==================== mem_port_arbiter
<file path="src/rtl/mem_port_arbiter.sv">
// Round-robin arbiter sharing one single-ported memory between a data port (A)
// and an instruction-fetch port (B). One transaction at a time, with a cycle
// timeout that aborts a transaction the memory never acknowledges.
module mem_port_arbiter #(
  parameter int AW      = 32,
  parameter int DW      = 32,
  parameter int TIMEOUT = 16
) (
  input  logic          clk,
  input  logic          rst,
  input  logic          req_a,
  input  logic          we_a,
  input  logic [AW-1:0] addr_a,
  input  logic [DW-1:0] wdata_a,
  output logic          done_a,
  output logic          err_a,
  output logic [DW-1:0] rdata_a,
  input  logic          req_b,
  input  logic          we_b,
  input  logic [AW-1:0] addr_b,
  input  logic [DW-1:0] wdata_b,
  output logic          done_b,
  output logic          err_b,
  output logic [DW-1:0] rdata_b,
  output logic          sel,
  output logic          mem_en,
  output logic          mem_we,
  output logic [AW-1:0] mem_addr,
  output logic [DW-1:0] mem_wdata,
  input  logic [DW-1:0] mem_rdata,
  input  logic          mem_ack
);

  localparam int CW = $clog2(TIMEOUT) + 1;
  localparam logic [CW-1:0] CNT_LAST = CW'(TIMEOUT - 1);

  typedef enum logic {IDLE = 1'b0, BUSY = 1'b1} state_t;

  state_t        state_q, state_d;
  logic          last_q, last_d;       // 1 = A was granted last, 0 = B
  logic          sel_q, sel_d;
  logic [CW-1:0] cnt_q, cnt_d;
  logic          mem_en_q, mem_en_d;
  logic          mem_we_q, mem_we_d;
  logic [AW-1:0] mem_addr_q, mem_addr_d;
  logic [DW-1:0] mem_wdata_q, mem_wdata_d;
  logic          done_a_q, done_a_d, err_a_q, err_a_d;
  logic          done_b_q, done_b_d, err_b_q, err_b_d;
  logic [DW-1:0] rdata_a_q, rdata_a_d, rdata_b_q, rdata_b_d;
  logic          win_a;

  // State and output registers; reset aborts any transaction in flight.
  always_ff @(posedge clk) begin
    if (rst) begin
      state_q     <= IDLE;
      last_q      <= 1'b0;
      sel_q       <= 1'b0;
      cnt_q       <= '0;
      mem_en_q    <= 1'b0;
      mem_we_q    <= 1'b0;
      mem_addr_q  <= '0;
      mem_wdata_q <= '0;
      done_a_q    <= 1'b0;
      err_a_q     <= 1'b0;
      rdata_a_q   <= '0;
      done_b_q    <= 1'b0;
      err_b_q     <= 1'b0;
      rdata_b_q   <= '0;
    end else begin
      state_q     <= state_d;
      last_q      <= last_d;
      sel_q       <= sel_d;
      cnt_q       <= cnt_d;
      mem_en_q    <= mem_en_d;
      mem_we_q    <= mem_we_d;
      mem_addr_q  <= mem_addr_d;
      mem_wdata_q <= mem_wdata_d;
      done_a_q    <= done_a_d;
      err_a_q     <= err_a_d;
      rdata_a_q   <= rdata_a_d;
      done_b_q    <= done_b_d;
      err_b_q     <= err_b_d;
      rdata_b_q   <= rdata_b_d;
    end
  end

  // Next-state: grant in IDLE, then wait for ack or timeout in BUSY.
  always_comb begin
    state_d     = state_q;
    last_d      = last_q;
    sel_d       = sel_q;
    cnt_d       = cnt_q;
    mem_en_d    = mem_en_q;
    mem_we_d    = mem_we_q;
    mem_addr_d  = mem_addr_q;
    mem_wdata_d = mem_wdata_q;
    done_a_d    = 1'b0;
    err_a_d     = 1'b0;
    rdata_a_d   = rdata_a_q;
    done_b_d    = 1'b0;
    err_b_d     = 1'b0;
    rdata_b_d   = rdata_b_q;
    // On a tie, A wins unless A was the last port served.
    win_a       = req_a && (!req_b || !last_q);

    case (state_q)
      IDLE: begin
        mem_en_d = 1'b0;
        if (req_a || req_b) begin
          sel_d       = win_a;
          last_d      = win_a;
          mem_addr_d  = win_a ? addr_a  : addr_b;
          mem_we_d    = win_a ? we_a    : we_b;
          mem_wdata_d = win_a ? wdata_a : wdata_b;
          mem_en_d    = 1'b1;
          cnt_d       = '0;
          state_d     = BUSY;
        end
      end
      BUSY: begin
        cnt_d = cnt_q + CW'(1);
        // An ack on the timeout cycle still completes normally.
        if (mem_ack || (cnt_q == CNT_LAST)) begin
          if (sel_q) begin
            done_a_d = 1'b1;
            err_a_d  = !mem_ack;
            if (!mem_ack)      rdata_a_d = '0;
            else if (!mem_we_q) rdata_a_d = mem_rdata;
          end else begin
            done_b_d = 1'b1;
            err_b_d  = !mem_ack;
            if (!mem_ack)      rdata_b_d = '0;
            else if (!mem_we_q) rdata_b_d = mem_rdata;
          end
          mem_en_d = 1'b0;
          mem_we_d = 1'b0;
          cnt_d    = '0;
          state_d  = IDLE;
        end
      end
      default: state_d = IDLE;
    endcase
  end

  assign sel       = sel_q;
  assign mem_en    = mem_en_q;
  assign mem_we    = mem_we_q;
  assign mem_addr  = mem_addr_q;
  assign mem_wdata = mem_wdata_q;
  assign done_a    = done_a_q;
  assign err_a     = err_a_q;
  assign rdata_a   = rdata_a_q;
  assign done_b    = done_b_q;
  assign err_b     = err_b_q;
  assign rdata_b   = rdata_b_q;

endmodule

</file>
<file path="config.mk">
export PLATFORM = sky130hd
export DESIGN_NAME = mem_port_arbiter
export DESIGN_NICKNAME = d
export VERILOG_FILES = /design/src/rtl/mem_port_arbiter.sv
export SDC_FILE = /design/constraint.sdc
export NUM_CORES = 1
export LEC_CHECK = 0
export ABC_CLOCK_PERIOD_IN_PS = 2700
export CORE_MARGIN = 5
export CORE_UTILIZATION = 25
export CTS_BUF_LIST = sky130_fd_sc_hd__clkbuf_8
export DETAILED_ROUTE_END_ITERATION = 8
export GPL_TIMING_DRIVEN = 0
export PLACE_DENSITY_LB_ADDON = 0.3
export SLEW_MARGIN = 10
export SYNTH_ARGS = -nofsm -noshare
export SYNTH_HDL_FRONTEND = slang
export SYNTH_SLANG_ARGS = --single-unit
</file>
<file path="constraint.sdc">
create_clock -name clk -period 2.7 [get_ports clk]
set_input_delay 0.405 -clock clk [delete_from_list [all_inputs] [get_ports clk]]
set_output_delay 0.405 -clock clk [all_outputs]
set_load 0.01 [all_outputs]
</file>
Figure 1. M1 wires (mem_port_arbiter).
The bar under the picture is 50 um long. Supply wires on this layer in grey.
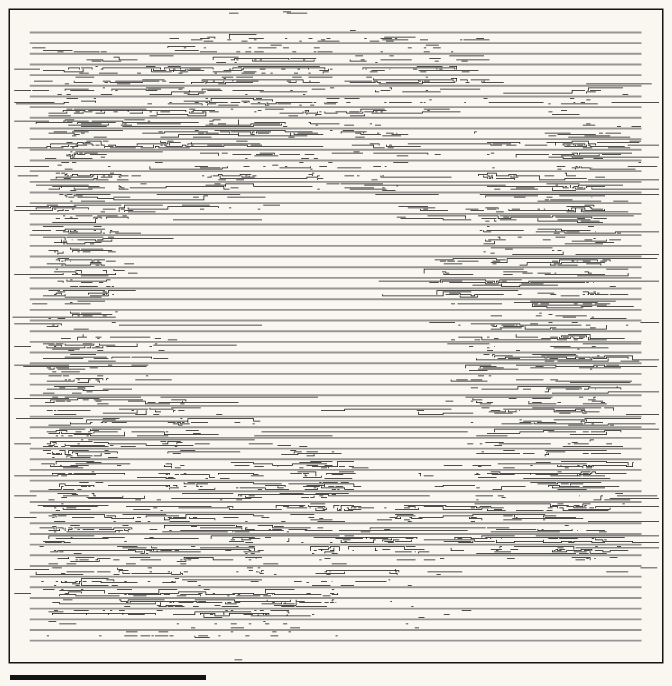
main direction: horizontal
wire length on this layer: 9800 um
share of all routed wire: 43%
total number of vias: 5932
fraction of met1 tracks used by global routing: 19.43%

Figure 2. M2 wires (mem_port_arbiter).
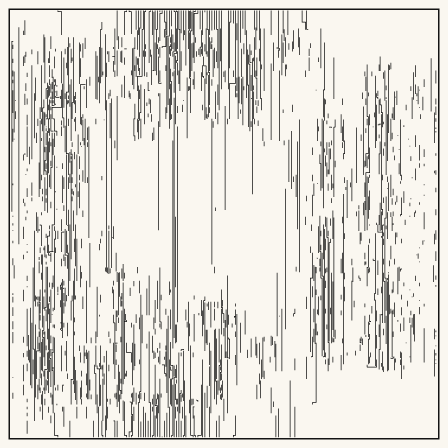
longest straight run: 93.2 um
nets with wire on the layer: 981
wire length on this layer: 10600 um
routing usage on met2: 26.01%
total wire length after detailed routing: 22980 um

metal layers:
| layer | track usage [%] | routed length (um) | up-vias |
|---|---|---|---|
| li1 | - | - | 2940 |
| met1 | 19.43 | 9796 | 2737 |
| met2 | 26.01 | 10560 | 241 |
| met3 | 7.712 | 2376 | 14 |
| met4 | 3.587 | 245 | 0 |
| met5 | 0 | 0 | - |
power by group through the flow:
| stage | logic [uW] | clock network [uW] | registers (uW) |
|---|---|---|---|
| final | 1080 | 1960 | 2260 |
| after global routing | 1180 | 2100 | 2280 |
| after CTS | 1100 | 2030 | 2260 |
| after floorplan | 406 | 0 | 2360 |
| after detailed placement | 1100 | 0 | 2310 |
| after global placement | 1100 | 0 | 2310 |
worst reg2reg max path, delay by kind of cell, from the launching register on:
family	cells	cell delay [ps]
flops	1	360
fa+ha+maj	2	460
simple gates	2	440
compound gates	1	390
buf+inv	1	230
mux	1	220
cell families (layout without fill, tap and decap cells):
kind of cell	Yosys count	count (layout)	share of synthesized area, %
AND/OR/NAND/NOR	314	314	24.68
buffers and inverters	62	393	6.031
AND-OR/OR-AND	82	82	11.94
adder cells (fa/ha/maj)	2	2	0.4102
flip-flops	141	141	46.28
multiplexers	65	65	10.67
==> notes.md <==
Physical implementation.

- The run finished with clean final reports.
- The global-route wire length before repair is 35160 um.
- Ranking logic cells in the layout by count gives the top entries clkdlybuf4s50_1, dfxtp_1, nand2_1.
- Counting instances in the post-synthesis netlist gives the leading cell types as dfxtp_1, nand2_1, nor2_1.
- The routability-driven placement congestion ratio is 0.8023.
- The number of non-clock buffers is 358.
- The worst pin sits at a relative slew slack of 57.24%.
- The timing report attributes the biggest portion of critical-path delay to adder cells.
- From synthesis to final layout, the design area changed by 62.97%.
- Per Yosys stat, the portion of area used by sequential elements is 46.28%.
- Logic depth along the worst register-to-register path is recorded as 7.
- The arrival time of data at the worst endpoint is listed as 2540 ps.
- The clock H-tree reported by CTS has 4 levels.
- The worst setup path is captured at a flop.
- The core outline area is 24180 sq um.
- The most frequent logic cell in the layout is clkdlybuf4s50_1.
- The cell type contributing the most total cell area after synthesis is dfxtp_1.
- The placed wire-length estimate is 17710 um.
- The number of post-CTS setup repair buffers is 0.
- Data on the critical path is required at its endpoint by 3070 ps.
- Power spread over the standard cell area amounts to 533.7 nW/um^2.
- The total cells reported by yosys after synthesis is 666.
- The clock period could shrink to 2168 ps.
- The total negative slack is 0 ps.
- The synthesized instance count is 666.
- The violation count after the first detailed-routing iteration is 274.
- Non-clock inverters in the final layout number 3.

==================== alu_shift_seq
Figure 3. Metal 4 (alu_shift_seq).
Supply wires on this layer in grey.
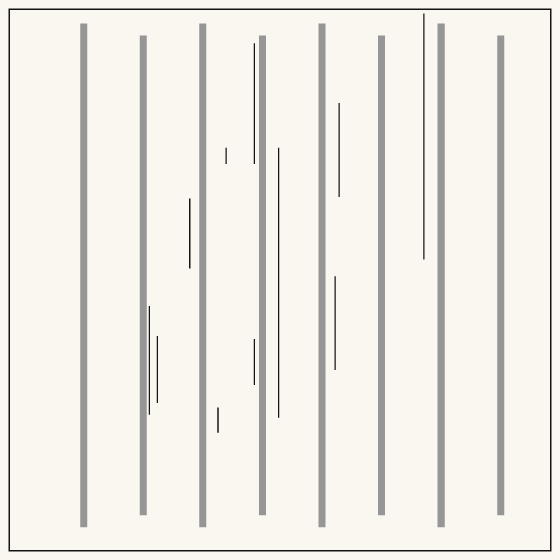
**config.mk**
```make
export PLATFORM = sky130hd
export DESIGN_NAME = alu_shift_seq
export DESIGN_NICKNAME = d
export VERILOG_FILES = /design/src/rtl/alu_pkg.sv /design/src/rtl/shift_step.sv /design/src/rtl/alu_shift_seq.sv
export SDC_FILE = /design/constraint.sdc
export NUM_CORES = 1
export LEC_CHECK = 0
export ABC_AREA = 1
export CORE_MARGIN = 3
export CORE_UTILIZATION = 35
export DETAILED_ROUTE_END_ITERATION = 8
export PLACE_DENSITY = 0.68
export SLEW_MARGIN = 10
export SYNTH_ARGS = -nofsm -noshare
export SYNTH_HDL_FRONTEND = slang
export SYNTH_SLANG_ARGS = --single-unit
```
**constraint.sdc**
```tcl
create_clock -name clk -period 3.1 [get_ports clk]
set_clock_uncertainty 0.1 [all_clocks]
set_input_delay 0.62 -clock clk [delete_from_list [all_inputs] [get_ports clk]]
set_output_delay 0.62 -clock clk [all_outputs]
set_load 0.05 [all_outputs]
```
**src/rtl/alu_pkg.sv**
```systemverilog
// Shared ALU definitions: opcode values and the iterative shifter's FSM states.
package alu_pkg;

  localparam logic [3:0] OP_SLL = 4'h5;
  localparam logic [3:0] OP_SRL = 4'h6;
  localparam logic [3:0] OP_SRA = 4'h7;
  localparam logic [3:0] OP_ROL = 4'h8;
  localparam logic [3:0] OP_ROR = 4'h9;

  typedef enum logic [1:0] {
    ST_IDLE  = 2'd0,
    ST_SHIFT = 2'd1,
    ST_DONE  = 2'd2
  } shift_state_e;

  function automatic logic is_shift_op(input logic [3:0] op);
    return (op == OP_SLL) || (op == OP_SRL) || (op == OP_SRA) ||
           (op == OP_ROL) || (op == OP_ROR);
  endfunction

endpackage

```
**src/rtl/shift_step.sv**
```systemverilog
// Combinational single-step shifter: moves value by s positions and reports
// the last bit pushed out (for rotates, the bit that wrapped around).
module shift_step
  import alu_pkg::*;
#(
  parameter int WIDTH = 32,
  parameter int SW    = 3
) (
  input  logic [WIDTH-1:0] value,
  input  logic [3:0]       op,
  input  logic [SW-1:0]    s,
  output logic [WIDTH-1:0] result,
  output logic             bit_out
);

  logic [WIDTH:0]          ext;
  logic signed [WIDTH:0]   sext;
  logic [2*WIDTH-1:0]      dbl;

  // One guard bit beside the operand catches the last bit shifted out.
  always_comb begin
    result  = value;
    bit_out = 1'b0;
    ext     = '0;
    sext    = '0;
    dbl     = '0;
    case (op)
      OP_SLL: begin
        ext     = {1'b0, value} << s;
        result  = ext[WIDTH-1:0];
        bit_out = ext[WIDTH];
      end
      OP_SRL: begin
        ext     = {value, 1'b0} >> s;
        result  = ext[WIDTH:1];
        bit_out = ext[0];
      end
      OP_SRA: begin
        sext    = $signed({value, 1'b0}) >>> s;
        result  = sext[WIDTH:1];
        bit_out = sext[0];
      end
      OP_ROL: begin
        dbl     = {value, value} << s;
        result  = dbl[2*WIDTH-1:WIDTH];
        bit_out = dbl[WIDTH];
      end
      OP_ROR: begin
        dbl     = {value, value} >> s;
        result  = dbl[WIDTH-1:0];
        bit_out = dbl[WIDTH-1];
      end
      default: begin
        result  = value;
        bit_out = 1'b0;
      end
    endcase
  end

endmodule

```
**src/rtl/alu_shift_seq.sv**
```systemverilog
// Iterative SLL/SRL/SRA/ROL/ROR unit moving at most STEP bits per clock,
// with valid/ready handshakes on request and result sides.
module alu_shift_seq
  import alu_pkg::*;
#(
  parameter int WIDTH = 32,
  parameter int STEP  = 4
) (
  input  logic             clk,
  input  logic             rst_n,
  input  logic             in_valid,
  output logic             in_ready,
  input  logic [3:0]       op,
  input  logic [WIDTH-1:0] a,
  input  logic [WIDTH-1:0] b,
  output logic             out_valid,
  input  logic             out_ready,
  output logic [WIDTH-1:0] y,
  output logic             carry,
  output logic             overflow,
  output logic             zero,
  output logic             negative
);

  localparam int AW = (WIDTH > 1) ? $clog2(WIDTH) : 1;
  localparam int SW = $clog2(STEP) + 1;

  if ((WIDTH < 2) || ((WIDTH & (WIDTH - 1)) != 0)) begin : g_bad_width
    $fatal(1, "alu_shift_seq: WIDTH must be a power of two >= 2");
  end
  if ((STEP < 1) || (STEP > WIDTH) || ((STEP & (STEP - 1)) != 0)) begin : g_bad_step
    $fatal(1, "alu_shift_seq: STEP must be a power of two in 1..WIDTH");
  end

  shift_state_e     state_reg;
  logic [AW-1:0]    rem_reg;
  logic [3:0]       op_reg;
  logic [WIDTH-1:0] val_reg;
  logic             carry_reg;
  logic             in_ready_reg;
  logic             out_valid_reg;

  logic [AW-1:0]    amt;
  logic [AW-1:0]    rem_next;
  logic [SW-1:0]    step_s;
  logic [WIDTH-1:0] step_val;
  logic             step_bit;
  logic             unused_b;

  // Unsupported opcodes behave as a zero-length shift: result is a, carry 0.
  assign amt      = is_shift_op(op) ? b[AW-1:0] : '0;
  assign unused_b = &{1'b0, b[WIDTH-1:AW]};

  always_comb begin
    if (int'(rem_reg) > STEP) step_s = SW'(STEP);
    else                      step_s = SW'(rem_reg);
  end

  assign rem_next = rem_reg - AW'(step_s);

  shift_step #(
    .WIDTH (WIDTH),
    .SW    (SW)
  ) u_step (
    .value   (val_reg),
    .op      (op_reg),
    .s       (step_s),
    .result  (step_val),
    .bit_out (step_bit)
  );

  always_ff @(posedge clk or negedge rst_n) begin
    if (!rst_n) begin
      state_reg     <= ST_IDLE;
      rem_reg       <= '0;
      op_reg        <= '0;
      val_reg       <= '0;
      carry_reg     <= 1'b0;
      in_ready_reg  <= 1'b1;
      out_valid_reg <= 1'b0;
    end else begin
      case (state_reg)
        ST_IDLE: begin
          if (in_valid) begin
            val_reg      <= a;
            op_reg       <= op;
            rem_reg      <= amt;
            carry_reg    <= 1'b0;
            in_ready_reg <= 1'b0;
            if (amt == '0) begin
              state_reg     <= ST_DONE;
              out_valid_reg <= 1'b1;
            end else begin
              state_reg <= ST_SHIFT;
            end
          end
        end
        ST_SHIFT: begin
          val_reg   <= step_val;
          carry_reg <= step_bit;
          rem_reg   <= rem_next;
          if (rem_next == '0) begin
            state_reg     <= ST_DONE;
            out_valid_reg <= 1'b1;
          end
        end
        ST_DONE: begin
          if (out_ready) begin
            state_reg     <= ST_IDLE;
            out_valid_reg <= 1'b0;
            in_ready_reg  <= 1'b1;
          end
        end
        default: begin
          state_reg     <= ST_IDLE;
          out_valid_reg <= 1'b0;
          in_ready_reg  <= 1'b1;
        end
      endcase
    end
  end

  assign in_ready  = in_ready_reg;
  assign out_valid = out_valid_reg;
  assign y         = val_reg;
  assign carry     = carry_reg;
  assign overflow  = 1'b0;
  assign zero      = (val_reg == '0);
  assign negative  = val_reg[WIDTH-1];

endmodule

```
==> notes.md <==
Physical implementation.

- The run finished with clean final reports.
- The cell type that accounts for the most area after synthesis is nand2_1.
- The hold buffer count at CTS is 0.
- The power report lists the combinational group at 5530 uW.
- According to the floorplan report, the die width is 123.0 um.
- The final timing report derives a shortest allowable period of 2670 ps.
- The total routing resource utilization after global routing is 22.54%.
- The count of unique library cells instantiated by Yosys is 37.
- The number of port buffers is 81.
- Per report_power, the combinational group accounts for 73.0% of the total.
- The initial antenna violation count was 0.
- The startpoint of the lowest-slack register-to-register path is rem_reg[2]$_DFFE_PN0P_.
- Traced cell by cell, the critical path runs through nor4_1, nand4_1, nor3_1, buf_4.
- The maximum cell stage delay along the critical path is 480 ps.
- The area growth from synthesis to layout is 22.51%.
- Summed over all nets, wire length on met2 after detailed routing comes to 7237 um.
- The internal portion of the total power is 3028 uW.
- The library cells used most frequently in the layout, excluding fill and tap cells, are nand2_1, nand3_1, nor2_1.
- The number of failing setup endpoints in the final timing report is 0.
- For this run, the detailed router's first-pass iteration total came to 5.
- The heaviest power group is combinational logic.
- The capture instance of the worst register-to-register path is y[28]$_DFFE_PN0P_.
- The headroom to the max-slew limit is 56.36%.
- The number of cells on the worst reg-to-reg path is 9.
- Grouping stages by cell kind, the critical path spends the most delay in simple AND/OR/NAND/NOR gates.
- The total routed wirelength is 17110 um.
Notes on Figure 3 above:
wire length on this layer: 260 um
share of all routed wire: 1.5%
longest straight run: 61.2 um
nets with wire on the layer: 11
main direction: vertical

-- worst reg2reg max path, cell delays in order (launching register included) --
cell	delay, ps
dfrtp_1	390
inv_1	370
nand2_2	290
inv_2	220
buf_4	340
nand3_1	120
a21oi_1	280
nand2_1	100
nand2_1	60
nand2_1	40
-- logic make-up after synthesis --
logic type | count (synthesis) | share of synthesized area, %
DFF | 46 | 24.05
other | 2 | 0.1567
buffers and inverters | 121 | 10.91
adders and majority gates | 1 | 0.2611
and+or+nand+nor | 586 | 52.85
AOI/OAI and AO/OA | 105 | 11.78
-- per-stage QoR --
stage	worst slack [ps]	area [sq um]	power, uW
after CTS	478.1	5871	7513
final	430.4	5871	7575
after global placement	638.5	5702	6839
after detailed placement	569.4	5702	6840
after global routing	431.0	5871	8209
after floorplan	244.6	4792	5257
-- layout make-up --
| cell class | instances | area (sq um) |
|---|---|---|
| repair buffers | 99 | 938.4 |
| inverters | 71 | 266.5 |
| flip-flops and latches | 46 | 1152 |
| multi-input cells | 694 | 3124 |
| clock inverters | 1 | 30.03 |
| well taps | 176 | 220.2 |
| clock buffers | 6 | 138.9 |
| fillers | 1459 | 7425 |


## Gallery

Clock routing.
picture 1
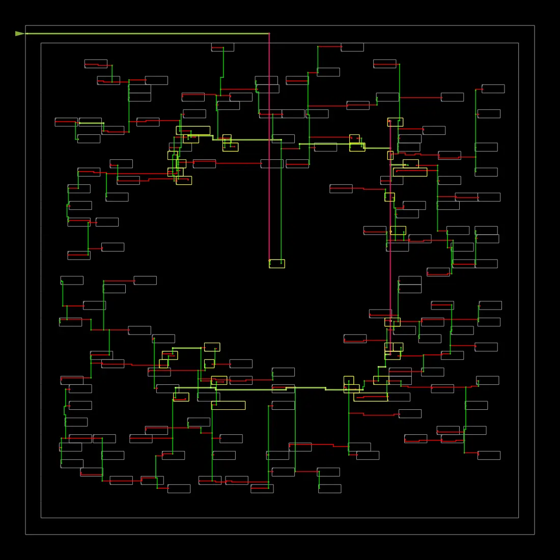
picture 2
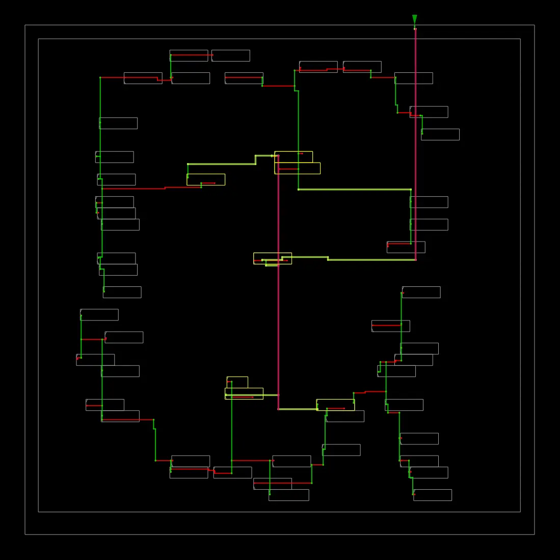
| from | picture |
|---|---|
| alu_shift_seq | picture 2 |
| mem_port_arbiter | picture 1 |
The one with the most clock buffers is picture 1.
The one with the most sequential cells is picture 1.


## Gallery

The metal 3 layer.
shot_01.png
The bar under the picture is 50 um long. Cells faint in the background.
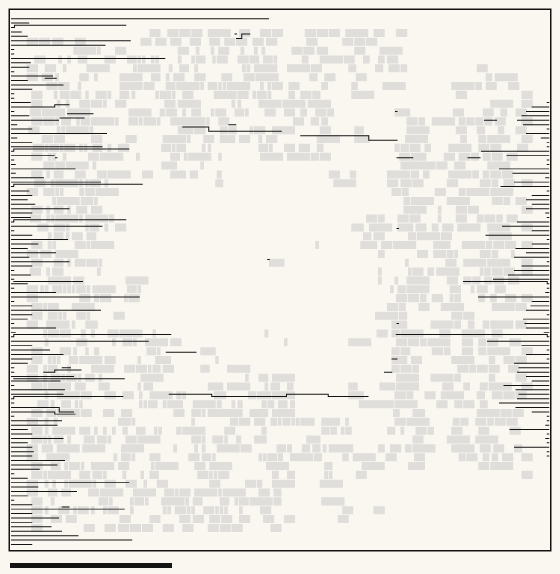
shot_02.png
The bar under the picture is 20 um long. Cells faint in the background.
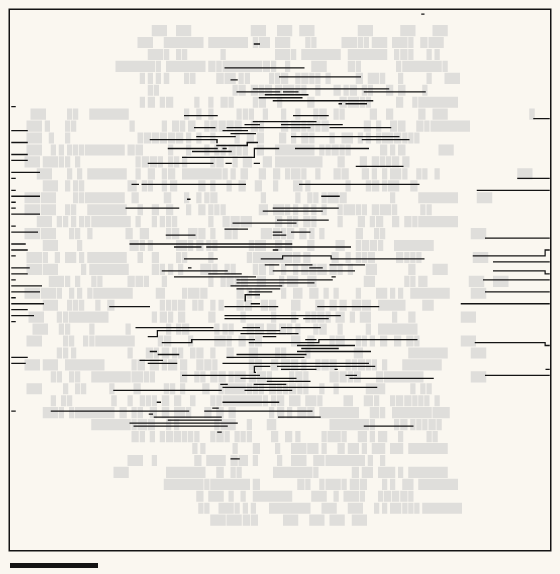
mem_port_arbiter: shot_01.png
alu_shift_seq: shot_02.png
- largest die: shot_01.png

Key to shot_02.png:
share of all routed wire: 10%
wire length on this layer: 1760 um
longest straight run: 36.8 um
main direction: horizontal
nets with wire on the layer: 134

Power is estimated from default activity; no workload was simulated.
